==================== block 1
--- src/rtl/pipe_reg_skid_if.sv ---
// Valid/ready stream bundle for pipe_reg_skid.
// The master drives valid/data and the slave drives ready.
interface pipe_reg_skid_if #(
    parameter int unsigned WIDTH = 16
);
    logic             valid;
    logic             ready;
    logic [WIDTH-1:0] data;

    modport master (output valid, output data, input  ready);
    modport slave  (input  valid, input  data, output ready);
endinterface

--- src/rtl/pipe_reg_skid.sv ---
// Pipeline-stage register with a valid/ready handshake and a 2-entry skid buffer.
// in_ready is registered, so back-pressure never forms a combinational path
// across stages. Adds synchronous flush, occupancy reporting and a saturating
// stall-cycle counter.
module pipe_reg_skid #(
    parameter int unsigned WIDTH = 16,
    parameter int unsigned CNT_W = 16
) (
    input  logic              clk,
    input  logic              reset,      // asynchronous, active-low
    input  logic              flush,
    pipe_reg_skid_if.slave    in_if,
    pipe_reg_skid_if.master   out_if,
    output logic [1:0]        occupancy,
    output logic [CNT_W-1:0]  stall_cnt
);

    typedef enum logic [1:0] {
        EMPTY = 2'd0,
        ONE   = 2'd1,
        TWO   = 2'd2
    } state_t;

    state_t           state, state_nxt;
    logic [WIDTH-1:0] main_q, main_nxt;
    logic [WIDTH-1:0] skid_q, skid_nxt;
    logic             in_ready_q;
    logic             in_fire, out_fire;

    assign in_if.ready  = in_ready_q;
    assign out_if.valid = (state != EMPTY);
    assign out_if.data  = main_q;
    assign occupancy    = state;

    assign in_fire  = in_if.valid & in_ready_q;
    assign out_fire = out_if.valid & out_if.ready;

    // Next-state and datapath selection; flush overrides every transition.
    always_comb begin
        state_nxt = state;
        main_nxt  = main_q;
        skid_nxt  = skid_q;
        if (flush) begin
            state_nxt = EMPTY;
            main_nxt  = '0;
            skid_nxt  = '0;
        end else begin
            case (state)
                EMPTY: begin
                    if (in_fire) begin
                        main_nxt  = in_if.data;
                        state_nxt = ONE;
                    end
                end
                ONE: begin
                    if (in_fire && out_fire) begin
                        main_nxt = in_if.data;
                    end else if (in_fire) begin
                        skid_nxt  = in_if.data;
                        state_nxt = TWO;
                    end else if (out_fire) begin
                        state_nxt = EMPTY;
                    end
                end
                TWO: begin
                    // in_ready is low here, so only the drain can happen.
                    if (out_fire) begin
                        main_nxt  = skid_q;
                        state_nxt = ONE;
                    end
                end
                default: state_nxt = EMPTY;
            endcase
        end
    end

    // State, payload registers and the registered in_ready.
    always_ff @(posedge clk or negedge reset) begin
        if (!reset) begin
            state      <= EMPTY;
            main_q     <= '0;
            skid_q     <= '0;
            in_ready_q <= 1'b1;
        end else begin
            state      <= state_nxt;
            main_q     <= main_nxt;
            skid_q     <= skid_nxt;
            in_ready_q <= (state_nxt != TWO);
        end
    end

    // Saturating count of cycles where a beat waits on downstream; flush does not clear it.
    always_ff @(posedge clk or negedge reset) begin
        if (!reset) begin
            stall_cnt <= '0;
        end else if (out_if.valid && !out_if.ready && (stall_cnt != '1)) begin
            stall_cnt <= stall_cnt + CNT_W'(1);
        end
    end

endmodule

--- src/flat_wrapper.sv ---
// flat-port wrapper written by rule: the top's interface ports become plain ports
module pipe_reg_skid_flat 
#(
    parameter int unsigned WIDTH = 16,
    parameter int unsigned CNT_W = 16
)
  (clk, reset, flush, occupancy, stall_cnt, in_if_valid, in_if_data, in_if_ready, out_if_valid, out_if_data, out_if_ready);
  pipe_reg_skid_if #(.WIDTH(WIDTH)) in_if_i ();
  pipe_reg_skid_if #(.WIDTH(WIDTH)) out_if_i ();
  input  logic clk;
  input  logic reset;
  input  logic flush;
  output logic [1:0] occupancy;
  output logic [CNT_W-1:0] stall_cnt;
  input wire logic [$bits(in_if_i.valid)-1:0] in_if_valid;
  input wire logic [$bits(in_if_i.data)-1:0] in_if_data;
  output wire logic [$bits(in_if_i.ready)-1:0] in_if_ready;
  output wire logic [$bits(out_if_i.valid)-1:0] out_if_valid;
  output wire logic [$bits(out_if_i.data)-1:0] out_if_data;
  input wire logic [$bits(out_if_i.ready)-1:0] out_if_ready;
  assign in_if_i.valid = in_if_valid;
  assign in_if_i.data = in_if_data;
  assign in_if_ready = in_if_i.ready;
  assign out_if_valid = out_if_i.valid;
  assign out_if_data = out_if_i.data;
  assign out_if_i.ready = out_if_ready;
  pipe_reg_skid #(.WIDTH(WIDTH), .CNT_W(CNT_W)) u_core (.clk(clk), .reset(reset), .flush(flush), .in_if(in_if_i), .out_if(out_if_i), .occupancy(occupancy), .stall_cnt(stall_cnt));
endmodule
--- config.mk ---
export PLATFORM = sky130hd
export DESIGN_NAME = pipe_reg_skid_flat
export DESIGN_NICKNAME = d
export VERILOG_FILES = /design/src/rtl/pipe_reg_skid_if.sv /design/src/rtl/pipe_reg_skid.sv /design/src/flat_wrapper.sv
export SDC_FILE = /design/constraint.sdc
export NUM_CORES = 1
export LEC_CHECK = 0
export CORE_MARGIN = 4
export CORE_UTILIZATION = 49
export DETAILED_ROUTE_END_ITERATION = 8
export GPL_TIMING_DRIVEN = 0
export PLACE_DENSITY_LB_ADDON = 0.12
export SETUP_SLACK_MARGIN = 0.1
export SLEW_MARGIN = 20
export SYNTH_ARGS = -nofsm -noshare
export SYNTH_HDL_FRONTEND = slang
export SYNTH_SLANG_ARGS = --single-unit
--- constraint.sdc ---
create_clock -name clk -period 2.3 [get_ports clk]
set_clock_uncertainty 0.15 [all_clocks]
set_input_delay 0.23 -clock clk [delete_from_list [all_inputs] [get_ports clk]]
set_output_delay 0.23 -clock clk [all_outputs]
set_load 0.1 [all_outputs]
==> impl_metrics.ini <==
; yosys + openroad results
[status]
status = finished, final reports clean

[final_timing]
hold_violations = 0

[synthesis]
yosysMostFrequentCell = dfrtp_1
ys_warn_count = 0
syn-num-nets = 218
top_area_cell = dfrtp_1

[worst_setup_path]
critical_path.top_delay_family = buffers and inverters
required_ns = 1.92

[final_layout]
stdcell_count = 313
final_util_pct = 69.28

[detailed_routing]
via_count = 1789
drt_wl_total_mm = 5.152

[floorplan]
core_area_mm2 = 0.004504

[cts]
htreeDepth = 2
cts_resized = 20
post_cts_buffers = 0

[run]
warnings = 26

[hold_path]
hold_start = u_core.out_if.data[9]

[global_routing]
grt_pass1_wl_mm = 8.859
busiest_layer = met2
==> flip-flops by register name (all words and copies together), names as in the netlist <==
name / count
u_core.out_if.data: 16
u_core.skid_q: 16
u_core.stall_cnt: 16
u_core.occupancy: 2
u_core.in_if.ready: 1
==> final cells by class <==
type	count	area share [%]
multi-input cells	132	32.52
plain buffers	9	1.524
well taps	52	2.085
repair buffers	57	18.52
clock buffers	8	3.208
inverters	4	0.4812
flip-flops and latches	51	41.66
==> power breakdown <==
| group | switching, mW | internal, mW |
|---|---|---|
| Clock | 0.276 | 0.275 |
| Sequential | 0.0849 | 0.982 |
| Combinational | 0.689 | 0.194 |
| Total | 1.05 | 1.45 |
==> cells in the final DEF (no fill, tap or decap), types with 2 or more instances in the layout <==
cell type	n
nor4_4	2
clkbuf_1	3
mux2_1	2
buf_2	5
nor3_1	2
inv_1	4
and3_1	2
or2_2	2
xor2_1	4
nand2b_1	2
nand2_1	20
nor2_1	5
buf_4	3
dfrtp_1	32
dlymetal6s2s_1	14
o21a_1	2
nand4_1	8
clkbuf_8	7
clkdlybuf4s50_1	21
dfrtp_2	18
o31ai_1	16
nand3_1	5
mux2i_1	16
xnor2_1	7
a31oi_1	3
dlygate4sd2_1	20
a22o_1	16
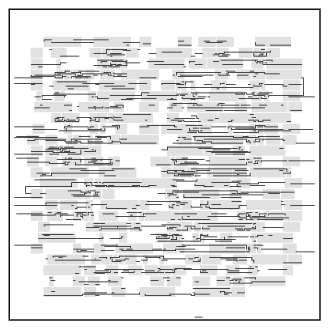
Figure 1: block 1, the metal 1 layer.
(4 px per µm) Cells faint in the background.
nets with wire on the layer	254
longest straight run	19.8 µm


==================== block 2
## src/rtl/riscv_pkg.sv

```systemverilog
// -----------------------------------------------------------------------------
// riscv_pkg
// Shared RISC-V definitions for the upper-immediate decode path:
//   - major opcodes for LUI / AUIPC
//   - ALU-control encodings for LUI / AUIPC (replace the old backtick macros)
//   - upimm_entry_t: one fully decoded upper-immediate instruction
// Packages cannot take parameters, so the XLEN-dependent fields are sized to
// the widest supported XLEN; narrower datapaths use the low XLEN bits and the
// decoder leaves the upper bits at zero.
// -----------------------------------------------------------------------------
package riscv_pkg;

  localparam int XLEN_MAX = 64;

  localparam logic [6:0] OP_LUI   = 7'b0110111;
  localparam logic [6:0] OP_AUIPC = 7'b0010111;

  // Any non-zero pair works; 5'd0 is reserved for "illegal / no operation".
  localparam logic [4:0] ALU_LUI   = 5'b01011;
  localparam logic [4:0] ALU_AUIPC = 5'b01100;

  typedef struct packed {
    logic [4:0]          rd;
    logic [XLEN_MAX-1:0] imm;
    logic [XLEN_MAX-1:0] result;
    logic [4:0]          alu_control;
    logic                wen;
    logic                illegal;
  } upimm_entry_t;

  function automatic logic is_upimm(input logic [6:0] opcode);
    return (opcode == OP_LUI) || (opcode == OP_AUIPC);
  endfunction

endpackage

```

## src/rtl/upimm_decode.sv

```systemverilog
// -----------------------------------------------------------------------------
// upimm_decode
// Purely combinational decode of one instruction word plus its PC into an
// upimm_entry_t. Upper XLEN_MAX-XLEN bits of imm/result are driven to zero.
// Ports:
//   in_instr  [31:0]     instruction word
//   in_pc     [XLEN-1:0] PC of in_instr
//   entry                decoded entry (rd, imm, result, alu_control, wen, illegal)
// -----------------------------------------------------------------------------
module upimm_decode
  import riscv_pkg::*;
#(
  parameter int XLEN   = 32,
  parameter bit ADD_PC = 1'b1
) (
  input  logic [31:0]     in_instr,
  input  logic [XLEN-1:0] in_pc,
  output upimm_entry_t    entry
);

  // Keeps only the live XLEN bits of a XLEN_MAX-wide value.
  localparam logic [XLEN_MAX-1:0] XMASK = (XLEN >= XLEN_MAX) ? {XLEN_MAX{1'b1}}
                                                              : ((XLEN_MAX'(1) << XLEN) - XLEN_MAX'(1));

  logic [6:0]          opcode;
  logic                legal;
  logic [XLEN_MAX-1:0] imm_full;
  logic [XLEN_MAX-1:0] pc_full;
  logic [XLEN_MAX-1:0] sum_full;

  always_comb begin
    opcode   = in_instr[6:0];
    legal    = is_upimm(opcode);
    // Sign-extend from instr[31]; masking afterwards gives the 32-bit form.
    imm_full = {{(XLEN_MAX-32){in_instr[31]}}, in_instr[31:12], 12'd0} & XMASK;
    pc_full  = XLEN_MAX'(in_pc);
    // Carry out of bit XLEN-1 is discarded by the mask.
    sum_full = (pc_full + imm_full) & XMASK;

    entry.rd          = in_instr[11:7];
    entry.imm         = imm_full;
    entry.illegal     = !legal;
    entry.wen         = legal && (in_instr[11:7] != 5'd0);
    entry.result      = '0;
    entry.alu_control = 5'd0;
    if (opcode == OP_LUI) begin
      entry.result      = imm_full;
      entry.alu_control = ALU_LUI;
    end else if (opcode == OP_AUIPC) begin
      entry.result      = ADD_PC ? sum_full : imm_full;
      entry.alu_control = ALU_AUIPC;
    end
  end

endmodule

```

## src/rtl/decode_upperimm_stage.sv

```systemverilog
// -----------------------------------------------------------------------------
// decode_upperimm_stage
// Registered, back-pressurable decode stage for LUI / AUIPC with a two-entry
// skid buffer (main entry M drives the outputs, skid entry S absorbs one word
// when downstream stalls). in_ready is a flop equal to !S.valid, so it has no
// combinational dependence on out_ready.
// Ports:
//   clk, rst_n (async, active low), flush (sync kill of M and S)
//   in_valid / in_ready / in_instr[31:0] / in_pc[XLEN-1:0]   upstream link
//   out_valid / out_ready                                     downstream link
//   out_rd[4:0], out_imm, out_result, out_alu_control[4:0],
//   out_wen, out_illegal                                      decoded payload
// -----------------------------------------------------------------------------
module decode_upperimm_stage
  import riscv_pkg::*;
#(
  parameter int XLEN   = 32,
  parameter bit ADD_PC = 1'b1
) (
  input  logic            clk,
  input  logic            rst_n,
  input  logic            flush,
  input  logic            in_valid,
  output logic            in_ready,
  input  logic [31:0]     in_instr,
  input  logic [XLEN-1:0] in_pc,
  output logic            out_valid,
  input  logic            out_ready,
  output logic [4:0]      out_rd,
  output logic [XLEN-1:0] out_imm,
  output logic [XLEN-1:0] out_result,
  output logic [4:0]      out_alu_control,
  output logic            out_wen,
  output logic            out_illegal
);

  upimm_entry_t dec_entry;
  upimm_entry_t m_q, m_d;
  upimm_entry_t s_q, s_d;
  logic         m_valid_q, m_valid_d;
  logic         s_valid_q, s_valid_d;
  logic         in_ready_q, in_ready_d;
  logic         in_fire;
  logic         out_fire;

  upimm_decode #(
    .XLEN   (XLEN),
    .ADD_PC (ADD_PC)
  ) u_decode (
    .in_instr (in_instr),
    .in_pc    (in_pc),
    .entry    (dec_entry)
  );

  assign in_fire  = in_valid && in_ready_q;
  assign out_fire = m_valid_q && out_ready;

  always_comb begin
    m_d       = m_q;
    s_d       = s_q;
    m_valid_d = m_valid_q;
    s_valid_d = s_valid_q;
    if (flush) begin
      // Kills everything; any simultaneous transfer is ignored.
      m_valid_d = 1'b0;
      s_valid_d = 1'b0;
    end else if (s_valid_q) begin
      // in_ready is low here, so only the drain of S into M can happen.
      if (out_fire) begin
        m_d       = s_q;
        s_valid_d = 1'b0;
      end
    end else if (m_valid_q) begin
      if (out_fire) begin
        if (in_fire) begin
          m_d = dec_entry;
        end else begin
          m_valid_d = 1'b0;
        end
      end else if (in_fire) begin
        s_d       = dec_entry;
        s_valid_d = 1'b1;
      end
    end else if (in_fire) begin
      m_d       = dec_entry;
      m_valid_d = 1'b1;
    end
    in_ready_d = !s_valid_d;
  end

  always_ff @(posedge clk or negedge rst_n) begin
    if (!rst_n) begin
      m_q        <= '0;
      s_q        <= '0;
      m_valid_q  <= 1'b0;
      s_valid_q  <= 1'b0;
      in_ready_q <= 1'b1;
    end else begin
      m_q        <= m_d;
      s_q        <= s_d;
      m_valid_q  <= m_valid_d;
      s_valid_q  <= s_valid_d;
      in_ready_q <= in_ready_d;
    end
  end

  assign in_ready        = in_ready_q;
  assign out_valid       = m_valid_q;
  assign out_rd          = m_q.rd;
  assign out_imm         = m_q.imm[XLEN-1:0];
  assign out_result      = m_q.result[XLEN-1:0];
  assign out_alu_control = m_q.alu_control;
  assign out_wen         = m_q.wen;
  assign out_illegal     = m_q.illegal;

  // Upper storage bits are always zero for narrow XLEN; fold them away.
  if (XLEN < XLEN_MAX) begin : g_hi_unused
    logic unused_hi;
    assign unused_hi = ^{m_q.imm[XLEN_MAX-1:XLEN], m_q.result[XLEN_MAX-1:XLEN]};
  end

endmodule

```

## config.mk

```make
export PLATFORM = sky130hd
export DESIGN_NAME = decode_upperimm_stage
export DESIGN_NICKNAME = d
export VERILOG_FILES = /design/src/rtl/riscv_pkg.sv /design/src/rtl/upimm_decode.sv /design/src/rtl/decode_upperimm_stage.sv
export SDC_FILE = /design/constraint.sdc
export NUM_CORES = 1
export LEC_CHECK = 0
export ABC_AREA = 1
export CAP_MARGIN = 20
export CORE_ASPECT_RATIO = 1.75
export CORE_MARGIN = 4
export CORE_UTILIZATION = 55
export DETAILED_ROUTE_END_ITERATION = 10
export PLACE_DENSITY_LB_ADDON = 0.08
export SYNTH_ARGS = -nofsm -noshare
export SYNTH_HDL_FRONTEND = slang
export SYNTH_SLANG_ARGS = --single-unit
```

## constraint.sdc

```tcl
create_clock -name clk -period 2.8 [get_ports clk]
set_clock_uncertainty 0.1 [all_clocks]
set_input_delay 0.7 -clock clk [delete_from_list [all_inputs] [get_ports clk]]
set_output_delay 0.7 -clock clk [all_outputs]
set_load 0.005 [all_outputs]
```

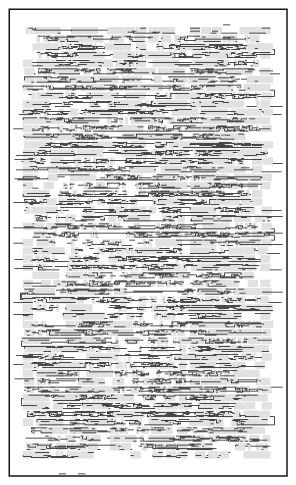
Figure 2: block 2, the metal 1 layer.
(3 px per µm) Cells faint in the background.
main direction	horizontal
share of all routed wire	38%
wire length on this layer	8020 µm
nets with wire on the layer	1090
longest straight run	33.6 µm

==> impl_metrics.ini <==
; yosys + openroad results
[synthesis]
netlist_instances = 915
ys_warn_count = 0
synth-edff-count = 0

[cts]
cts_buffers = 17
ctsHoldBuffers = 0

[final_timing]
finalWorstSetupSlack_ns = 0.1916

[final_layout]
buffer_area_share_pct = 21.81
logic_gates = 681
final_cell_mix = 313 x nand2_1, 132 x clkdlybuf4s50_1, 125 x dfrtp_1
nClkBuffers = 17
stdcell_count = 1287

[pwr]
power_mw = 5.983
top_power_group = clock
peakVddDrop_mv = 0.4461
switchingPower_mw = 1.703

[status]
status = finished, final reports clean

[floorplan]
row_count = 53
die_area_mm2 = 0.01428
fp_util_pct = 56.34
io-pin-count = 147

[detailed_routing]
via_count = 6841
ant_nets = 0
drt-met1-wl_mm = 8.018

[worst_setup_path]
path_class = in2reg
crit_buf_inv = 1
r2r_start = s_valid_q
slowest_stage = fa_1
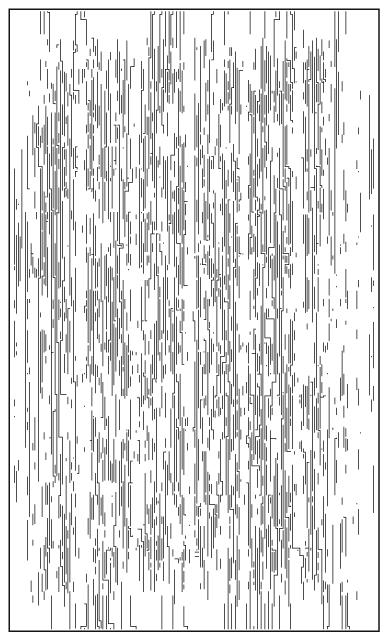
Figure 3: block 2, metal 2.
(4 px per µm)
nets with wire on the layer	973
longest straight run	60.5 µm
main direction	vertical
share of all routed wire	50%
wire length on this layer	10500 µm
met2 usage: 50.94%
final WL: 20.89 mm

[synth_stat cells (2+ instances only)]
cell type | n | area share, %
nand2_1 | 313 | 17
dfrtp_1 | 126 | 46
nor2_1 | 102 | 5.6
nand3_1 | 61 | 4.5
inv_1 | 59 | 3.3
a21oi_1 | 58 | 4.3
a31oi_1 | 35 | 3.2
o21ai_0 | 33 | 2.4
clkbuf_1 | 32 | 1.8
ha_1 | 19 | 3.5
o21ai_1 | 16 | 1.2
buf_4 | 15 | 1.7
buf_2 | 8 | 0.59
nand3b_1 | 6 | 0.66
buf_1 | 3 | 0.17
nand4_1 | 3 | 0.28
nor3_1 | 3 | 0.22
o21a_1 | 3 | 0.33
o22ai_1 | 3 | 0.28
inv_2 | 2 | 0.11
o21bai_1 | 2 | 0.22
or2_2 | 2 | 0.18
xor2_1 | 2 | 0.26
[state kept, by name, summed over array words and instances, names as in the netlist]
register         flops
out_illegal          1
out_alu_control      3
out_result          32
in_ready             1
out_wen              1
out_imm             20
out_rd               5
s_q                 62
s_valid_q            1
out_valid            1

==================== block 3
Figure 4. The metal 1 layer (block 3).
(6 px per µm) Cells faint in the background.
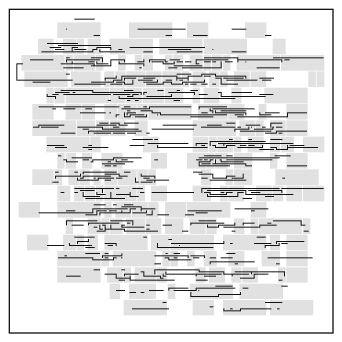
Figure 5. Track usage over the die (block 3).
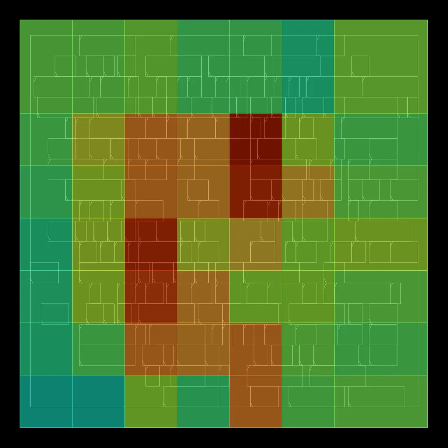
<file path="src/rtl/pocket_event_scheduler.sv">
// pocket_event_scheduler: sequences shot, pocket and turn events for a two-player pool table.
// Define FOUL_PENALTY_EN to make potting the white ball also pulse decreaseScore.
module pocket_event_scheduler #(
    parameter int NUM_BALLS = 8
) (
    input  logic                 clk,
    input  logic                 reset,
    input  logic                 shotFired,
    input  logic                 ballsStopped,
    input  logic [NUM_BALLS-1:0] pocketHit,
    output logic [1:0]           increaseScore,
    output logic [1:0]           decreaseScore,
    output logic                 currentPlayer,
    output logic                 foul,
    output logic                 busy,
    output logic                 gameOver
);
    localparam int CW = $clog2(NUM_BALLS) + 1 < 3 ? 3 : $clog2(NUM_BALLS) + 1;

    typedef enum logic [2:0] {IDLE, ROLLING, DRAIN, TURN_END, GAME_OVER} state_t;

    state_t               state;
    logic [NUM_BALLS-1:0] pending, ballsOut, served, newHits, pendingNext;
    logic [CW-1:0]        pottedCount;
    logic                 scoredThisShot, foulThisShot, rollEntry;
    logic [1:0]           playerMask;

    // served is the one-hot lowest pending ball; a hit on it this cycle must not re-arm it
    always_comb begin
        served      = state == DRAIN ? pending & (~pending + NUM_BALLS'(1)) : '0;
        newHits     = pocketHit & ~ballsOut & ~served;
        pendingNext = (pending & ~served) | newHits;
        playerMask  = {currentPlayer, ~currentPlayer};
    end

    assign busy     = state != IDLE && state != GAME_OVER;
    assign gameOver = state == GAME_OVER;

    always_ff @(posedge clk) begin
        if (reset) begin
            state          <= IDLE;
            pending        <= '0;
            ballsOut       <= '0;
            pottedCount    <= '0;
            scoredThisShot <= 1'b0;
            foulThisShot   <= 1'b0;
            rollEntry      <= 1'b0;
            currentPlayer  <= 1'b0;
            foul           <= 1'b0;
            increaseScore  <= '0;
        end else begin
            increaseScore <= '0;
            if (state != GAME_OVER)
                pending <= pendingNext;
            case (state)
                IDLE: if (shotFired) begin
                    state     <= ROLLING;
                    rollEntry <= 1'b1;
                    foul      <= 1'b0;
                end
                ROLLING: begin
                    rollEntry <= 1'b0;
                    if (ballsStopped && !rollEntry)
                        state <= DRAIN;
                end
                DRAIN: begin
                    if (served[0]) begin
                        foul         <= 1'b1;
                        foulThisShot <= 1'b1;
                    end
                    if (|served[NUM_BALLS-1:1]) begin
                        increaseScore  <= playerMask;
                        ballsOut       <= ballsOut | served;
                        pottedCount    <= pottedCount + CW'(1);
                        scoredThisShot <= 1'b1;
                    end
                    if (pendingNext == '0)
                        state <= TURN_END;
                end
                TURN_END: begin
                    if (!scoredThisShot || foulThisShot)
                        currentPlayer <= ~currentPlayer;
                    scoredThisShot <= 1'b0;
                    foulThisShot   <= 1'b0;
                    state          <= pottedCount == CW'(NUM_BALLS - 1) ? GAME_OVER : IDLE;
                end
                GAME_OVER: state <= GAME_OVER;
                default:   state <= IDLE;
            endcase
        end
    end

`ifdef FOUL_PENALTY_EN
    always_ff @(posedge clk) begin
        if (reset)
            decreaseScore <= '0;
        else
            decreaseScore <= served[0] ? playerMask : 2'b00;
    end
`else
    assign decreaseScore = 2'b00;
`endif

endmodule

</file>
<file path="config.mk">
export PLATFORM = sky130hd
export DESIGN_NAME = pocket_event_scheduler
export DESIGN_NICKNAME = d
export VERILOG_FILES = /design/src/rtl/pocket_event_scheduler.sv
export SDC_FILE = /design/constraint.sdc
export NUM_CORES = 1
export LEC_CHECK = 0
export CORE_UTILIZATION = 53
export DETAILED_ROUTE_END_ITERATION = 10
export PLACE_DENSITY = 0.78
export SYNTH_ARGS = -nofsm -noshare
export SYNTH_HDL_FRONTEND = slang
export SYNTH_SLANG_ARGS = --single-unit
</file>
<file path="constraint.sdc">
create_clock -name clk -period 2.4 [get_ports clk]
set_input_delay 0.36 -clock clk [delete_from_list [all_inputs] [get_ports clk]]
set_output_delay 0.36 -clock clk [all_outputs]
set_load 0.01 [all_outputs]
</file>
==> impl_metrics.ini <==
; yosys + openroad results
[status]
status = finished, final reports clean

[hold_path]
hp-class = reg2reg

[global_routing]
grt_util_met2_pct = 34.77

[synthesis]
async_reset_ff_share_pct = 0

[final_layout]
final_cell_mix = 30 x dfxtp_1, 23 x nor2_1, 17 x clkdlybuf4s50_1
buffer_area_share_pct = 12.16
layout_top_cell = dfxtp_1
area_dominant_class = logic gates

[final_timing]
min_period_over_period_pct = 84.86
whs_ns = 0.4610

[worst_setup_path]
reg2reg_slack_ns = 0.46
path_class = reg2out

[floorplan]
taps = 30
die_area_mm2 = 0.002883

[cts]
post_cts_buffers = 0
Notes on Figure 4 above:
share of all routed wire	46%
wire length on this layer	1240 µm

Notes on Figure 5 above:
grt met3 use: 8.192%
Util after Layout: 65.87%

-- cell families after synthesis --
group | share of synthesized area [%]
simple gates | 25.44
compound gates | 20.76
flops | 42.40
buf+inv | 7.685
xor+xnor | 1.855
fa+ha+maj | 0.8833
other cells | 0.2648
mux | 0.7067
-- flip-flops by register name, summed over array words and instances, names as in the netlist --
register / flops
scoredThisShot: 1
foulThisShot: 1
state: 3
foul: 1
rollEntry: 1
pottedCount: 4
currentPlayer: 1
pending: 8
ballsOut: 8
increaseScore: 2
-- worst min-delay path by stage --
stage / start / endpoint / slack [ns] / cells past startpoint
finish: scoredThisShot / scoredThisShot / 0.46 / 2
global route: scoredThisShot / scoredThisShot / 0.48 / 2
CTS: scoredThisShot / scoredThisShot / 0.46 / 2
detailed placement: scoredThisShot / scoredThisShot / 0.45 / 2
global placement: scoredThisShot / scoredThisShot / 0.44 / 2
floorplan: scoredThisShot / scoredThisShot / 0.44 / 2
-- power by group --
| group | internal, mW | switching [mW] |
|---|---|---|
| clock network | 0.142 | 0.164 |
| logic | 0.0670 | 0.0607 |
| registers | 0.518 | 0.0336 |
| total | 0.727 | 0.258 |

==================== block 4
$ cat src/rtl/mac_pkg.sv
// Shared types and constants for the mac FIR sequencing controller.
package mac_pkg;

    typedef enum logic [1:0] {
        RUN   = 2'd0,
        DRAIN = 2'd1,
        SWAP  = 2'd2
    } state_t;

    localparam int SAMPLE_W    = 8;
    localparam int COEF_W      = 16;
    localparam int ACC_W       = 48;
    localparam int DEF_W_L     = 5;
    localparam int DEF_MAC_LAT = 7;

endpackage

$ cat src/rtl/mac_ctrl_valid_pipe.sv
// Fixed-depth 1-bit shift register that tracks which pipeline slots carry real data.
module valid_pipe #(
    parameter int DEPTH = 7
) (
    input  logic clk,
    input  logic rst,
    input  logic din,
    output logic dout
);

    logic [DEPTH-1:0] vld_p;

    generate
        if (DEPTH == 1) begin : g_single
            // Single stage: plain flop
            always_ff @(posedge clk or posedge rst) begin
                if (rst) vld_p <= '0;
                else     vld_p <= din;
            end
        end else begin : g_chain
            // Shift the valid flag one stage per cycle
            always_ff @(posedge clk or posedge rst) begin
                if (rst) vld_p <= '0;
                else     vld_p <= {vld_p[DEPTH-2:0], din};
            end
        end
    endgenerate

    assign dout = vld_p[DEPTH-1];

endmodule

$ cat src/rtl/mac_ctrl.sv
// Sequencing controller for the mac systolic FIR: sample handshake, double-buffered
// coefficient bank swapped only after the tap chain is flushed, and output valid tracking.
module mac_ctrl
    import mac_pkg::*;
#(
    parameter int W_L     = DEF_W_L,
    parameter int MAC_LAT = DEF_MAC_LAT
) (
    input  logic                       clk,
    input  logic                       rst,
    input  logic                       coef_we,
    input  logic [7:0]                 coef_addr,
    input  logic signed [COEF_W-1:0]   coef_data,
    input  logic                       coef_commit,
    output logic                       coef_err,
    input  logic                       s_valid,
    output logic                       s_ready,
    input  logic [SAMPLE_W-1:0]        s_data,
    output logic [SAMPLE_W-1:0]        component,
    output logic [W_L*COEF_W-1:0]      coeffs,
    input  logic signed [ACC_W-1:0]    p,
    output logic                       m_valid,
    output logic signed [ACC_W-1:0]    m_data,
    output logic                       busy
);

    localparam int          CNT_W   = $clog2(MAC_LAT + 1);
    localparam int          AW      = (W_L > 1) ? $clog2(W_L) : 1;
    localparam logic [7:0]  W_L_B   = 8'(W_L);

    state_t                    state;
    logic [CNT_W-1:0]          drain_cnt;
    logic                      pending;
    logic signed [COEF_W-1:0]  shadow [W_L];
    logic                      accept;
    logic                      addr_ok;

    assign accept  = s_valid & s_ready;
    assign addr_ok = coef_addr < W_L_B;

    // Run/drain/swap sequencer with registered handshake and busy flags
    always_ff @(posedge clk or posedge rst) begin
        if (rst) begin
            state     <= RUN;
            drain_cnt <= '0;
            pending   <= 1'b0;
            s_ready   <= 1'b1;
            busy      <= 1'b0;
            coeffs    <= '0;
        end else begin
            case (state)
                RUN: begin
                    if (coef_commit || pending) begin
                        state     <= DRAIN;
                        drain_cnt <= CNT_W'(MAC_LAT - 1);
                        pending   <= 1'b0;
                        s_ready   <= 1'b0;
                        busy      <= 1'b1;
                    end
                end
                DRAIN: begin
                    // Copy happens on the edge entering SWAP, so a same-edge
                    // shadow write is not seen by the active bank.
                    if (drain_cnt == '0) begin
                        state <= SWAP;
                        for (int k = 0; k < W_L; k++) begin
                            coeffs[k*COEF_W +: COEF_W] <= shadow[k];
                        end
                    end else begin
                        drain_cnt <= drain_cnt - 1'b1;
                    end
                end
                SWAP: begin
                    state   <= RUN;
                    s_ready <= 1'b1;
                    busy    <= 1'b0;
                    if (coef_commit) pending <= 1'b1;
                end
                default: begin
                    state   <= RUN;
                    s_ready <= 1'b1;
                    busy    <= 1'b0;
                end
            endcase
        end
    end

    // Software writes to the shadow bank, allowed in every state
    always_ff @(posedge clk or posedge rst) begin
        if (rst) begin
            for (int k = 0; k < W_L; k++) shadow[k] <= '0;
        end else if (coef_we && addr_ok) begin
            shadow[coef_addr[AW-1:0]] <= coef_data;
        end
    end

    // One-cycle error pulse for an out-of-range shadow write
    always_ff @(posedge clk or posedge rst) begin
        if (rst) coef_err <= 1'b0;
        else     coef_err <= coef_we && !addr_ok;
    end

    // Feed the accepted sample, or a zero on idle/drain cycles
    always_ff @(posedge clk or posedge rst) begin
        if (rst)         component <= '0;
        else if (accept) component <= s_data;
        else             component <= '0;
    end

    valid_pipe #(
        .DEPTH (MAC_LAT)
    ) u_valid_pipe (
        .clk  (clk),
        .rst  (rst),
        .din  (accept),
        .dout (m_valid)
    );

    assign m_data = p;

endmodule

$ cat config.mk
export PLATFORM = sky130hd
export DESIGN_NAME = mac_ctrl
export DESIGN_NICKNAME = d
export VERILOG_FILES = /design/src/rtl/mac_pkg.sv /design/src/rtl/mac_ctrl_valid_pipe.sv /design/src/rtl/mac_ctrl.sv
export SDC_FILE = /design/constraint.sdc
export NUM_CORES = 1
export LEC_CHECK = 0
export CAP_MARGIN = 20
export CORE_MARGIN = 5
export CORE_UTILIZATION = 42
export DETAILED_ROUTE_END_ITERATION = 7
export PLACE_DENSITY = 0.76
export SYNTH_ARGS = -nofsm -noshare
export SYNTH_HDL_FRONTEND = slang
export SYNTH_SLANG_ARGS = --single-unit
$ cat constraint.sdc
create_clock -name clk -period 5.75 [get_ports clk]
set_input_delay 1.15 -clock clk [delete_from_list [all_inputs] [get_ports clk]]
set_output_delay 1.15 -clock clk [all_outputs]
set_load 0.05 [all_outputs]
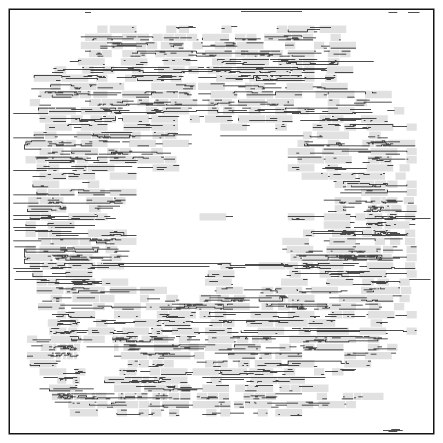
Figure 6: block 4, the metal 1 layer.
(3 px per µm) Cells faint in the background.
share of all routed wire	43%
longest straight run	50.6 µm

==> impl_metrics.ini <==
; yosys + openroad results
[status]
status = finished, final reports clean

[worst_setup_path]
max_stage_delay_ns = 0.83
critPathMaxFanout = 11
reg2reg_depth = 6

[floorplan]
die.size.y_um = 141.0
core_area_mm2 = 0.01706

[synthesis]
topCellsByArea = dfrtp_1 63%, mux2_2 25%, buf_4 5.4%
avgSynthCellArea_um2 = 15.85

[cts]
clock_latency_ns = 0.42
cts_buffer_depth = 2

[pwr]
p_clk_share_pct = 29.7
p_leak_nw = 4.380
switching_share_pct = 33.74

[final_layout]
comb_share_pct = 23.72

[run]
warnings = 29

[detailed_routing]
dr.pass1.iters = 4
ant_nets = 0

[final_timing]
fin_crit_ns = 3.014
-- logic make-up (layout without fill, tap and decap cells) --
| group | after synthesis | in the layout | share of synthesized area (%) |
|---|---|---|---|
| AND/OR/NAND/NOR | 29 | 29 | 3.071 |
| adder cells (fa/ha/maj) | 2 | 2 | 0.3469 |
| buffers and inverters | 68 | 166 | 6.523 |
| flip-flops | 184 | 184 | 63.86 |
| multiplexers | 161 | 161 | 25.14 |
| AND-OR/OR-AND | 11 | 11 | 1.058 |
-- metal layers --
metal,GRT usage (%),part of all wire [%]
met4,4.793,1.2
met2,24.02,50
met1,18.25,43
met5,0,0
met3,5.020,5.4
-- cells in the mapped netlist (2+ instances only) --
cell,n
and2_1,3
inv_1,5
dfrtp_1,183
and3_1,8
buf_4,52
nor2_1,4
o21ai_0,3
buf_2,10
ha_1,2
nand4b_2,2
mux2_2,161
nor2b_1,3
-- through the flow --
stage,util (%),instances
global route,52.86,778
CTS,52.74,777
detailed placement,48.95,746
floorplan,-,455
finish,52.86,778
global placement,48.95,746


==> layout pictures side by side <==
Signal wires on met3.
shot_01.png
(4 px per µm) Cells faint in the background.
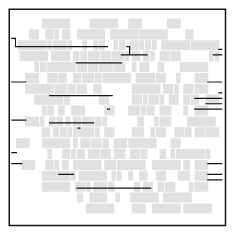
shot_02.png
(2 px per µm) Cells faint in the background.
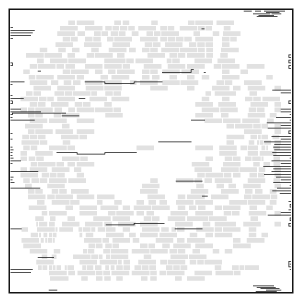
shot_03.png
(4 px per µm) Cells faint in the background.
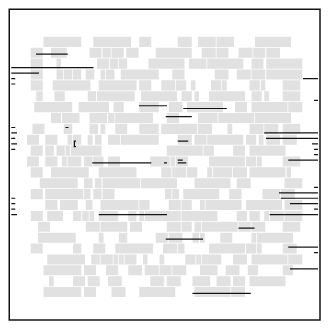
shot_04.png
(2 px per µm) Cells faint in the background.
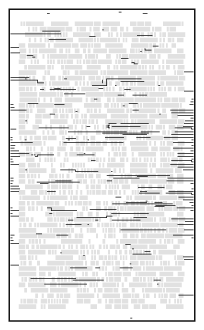
shot_04.png: block 2
shot_03.png: block 1
shot_01.png: block 3
shot_02.png: block 4
Of these, smallest die: shot_01.png

No activity file was given, so power comes from the tool's default toggle rates.
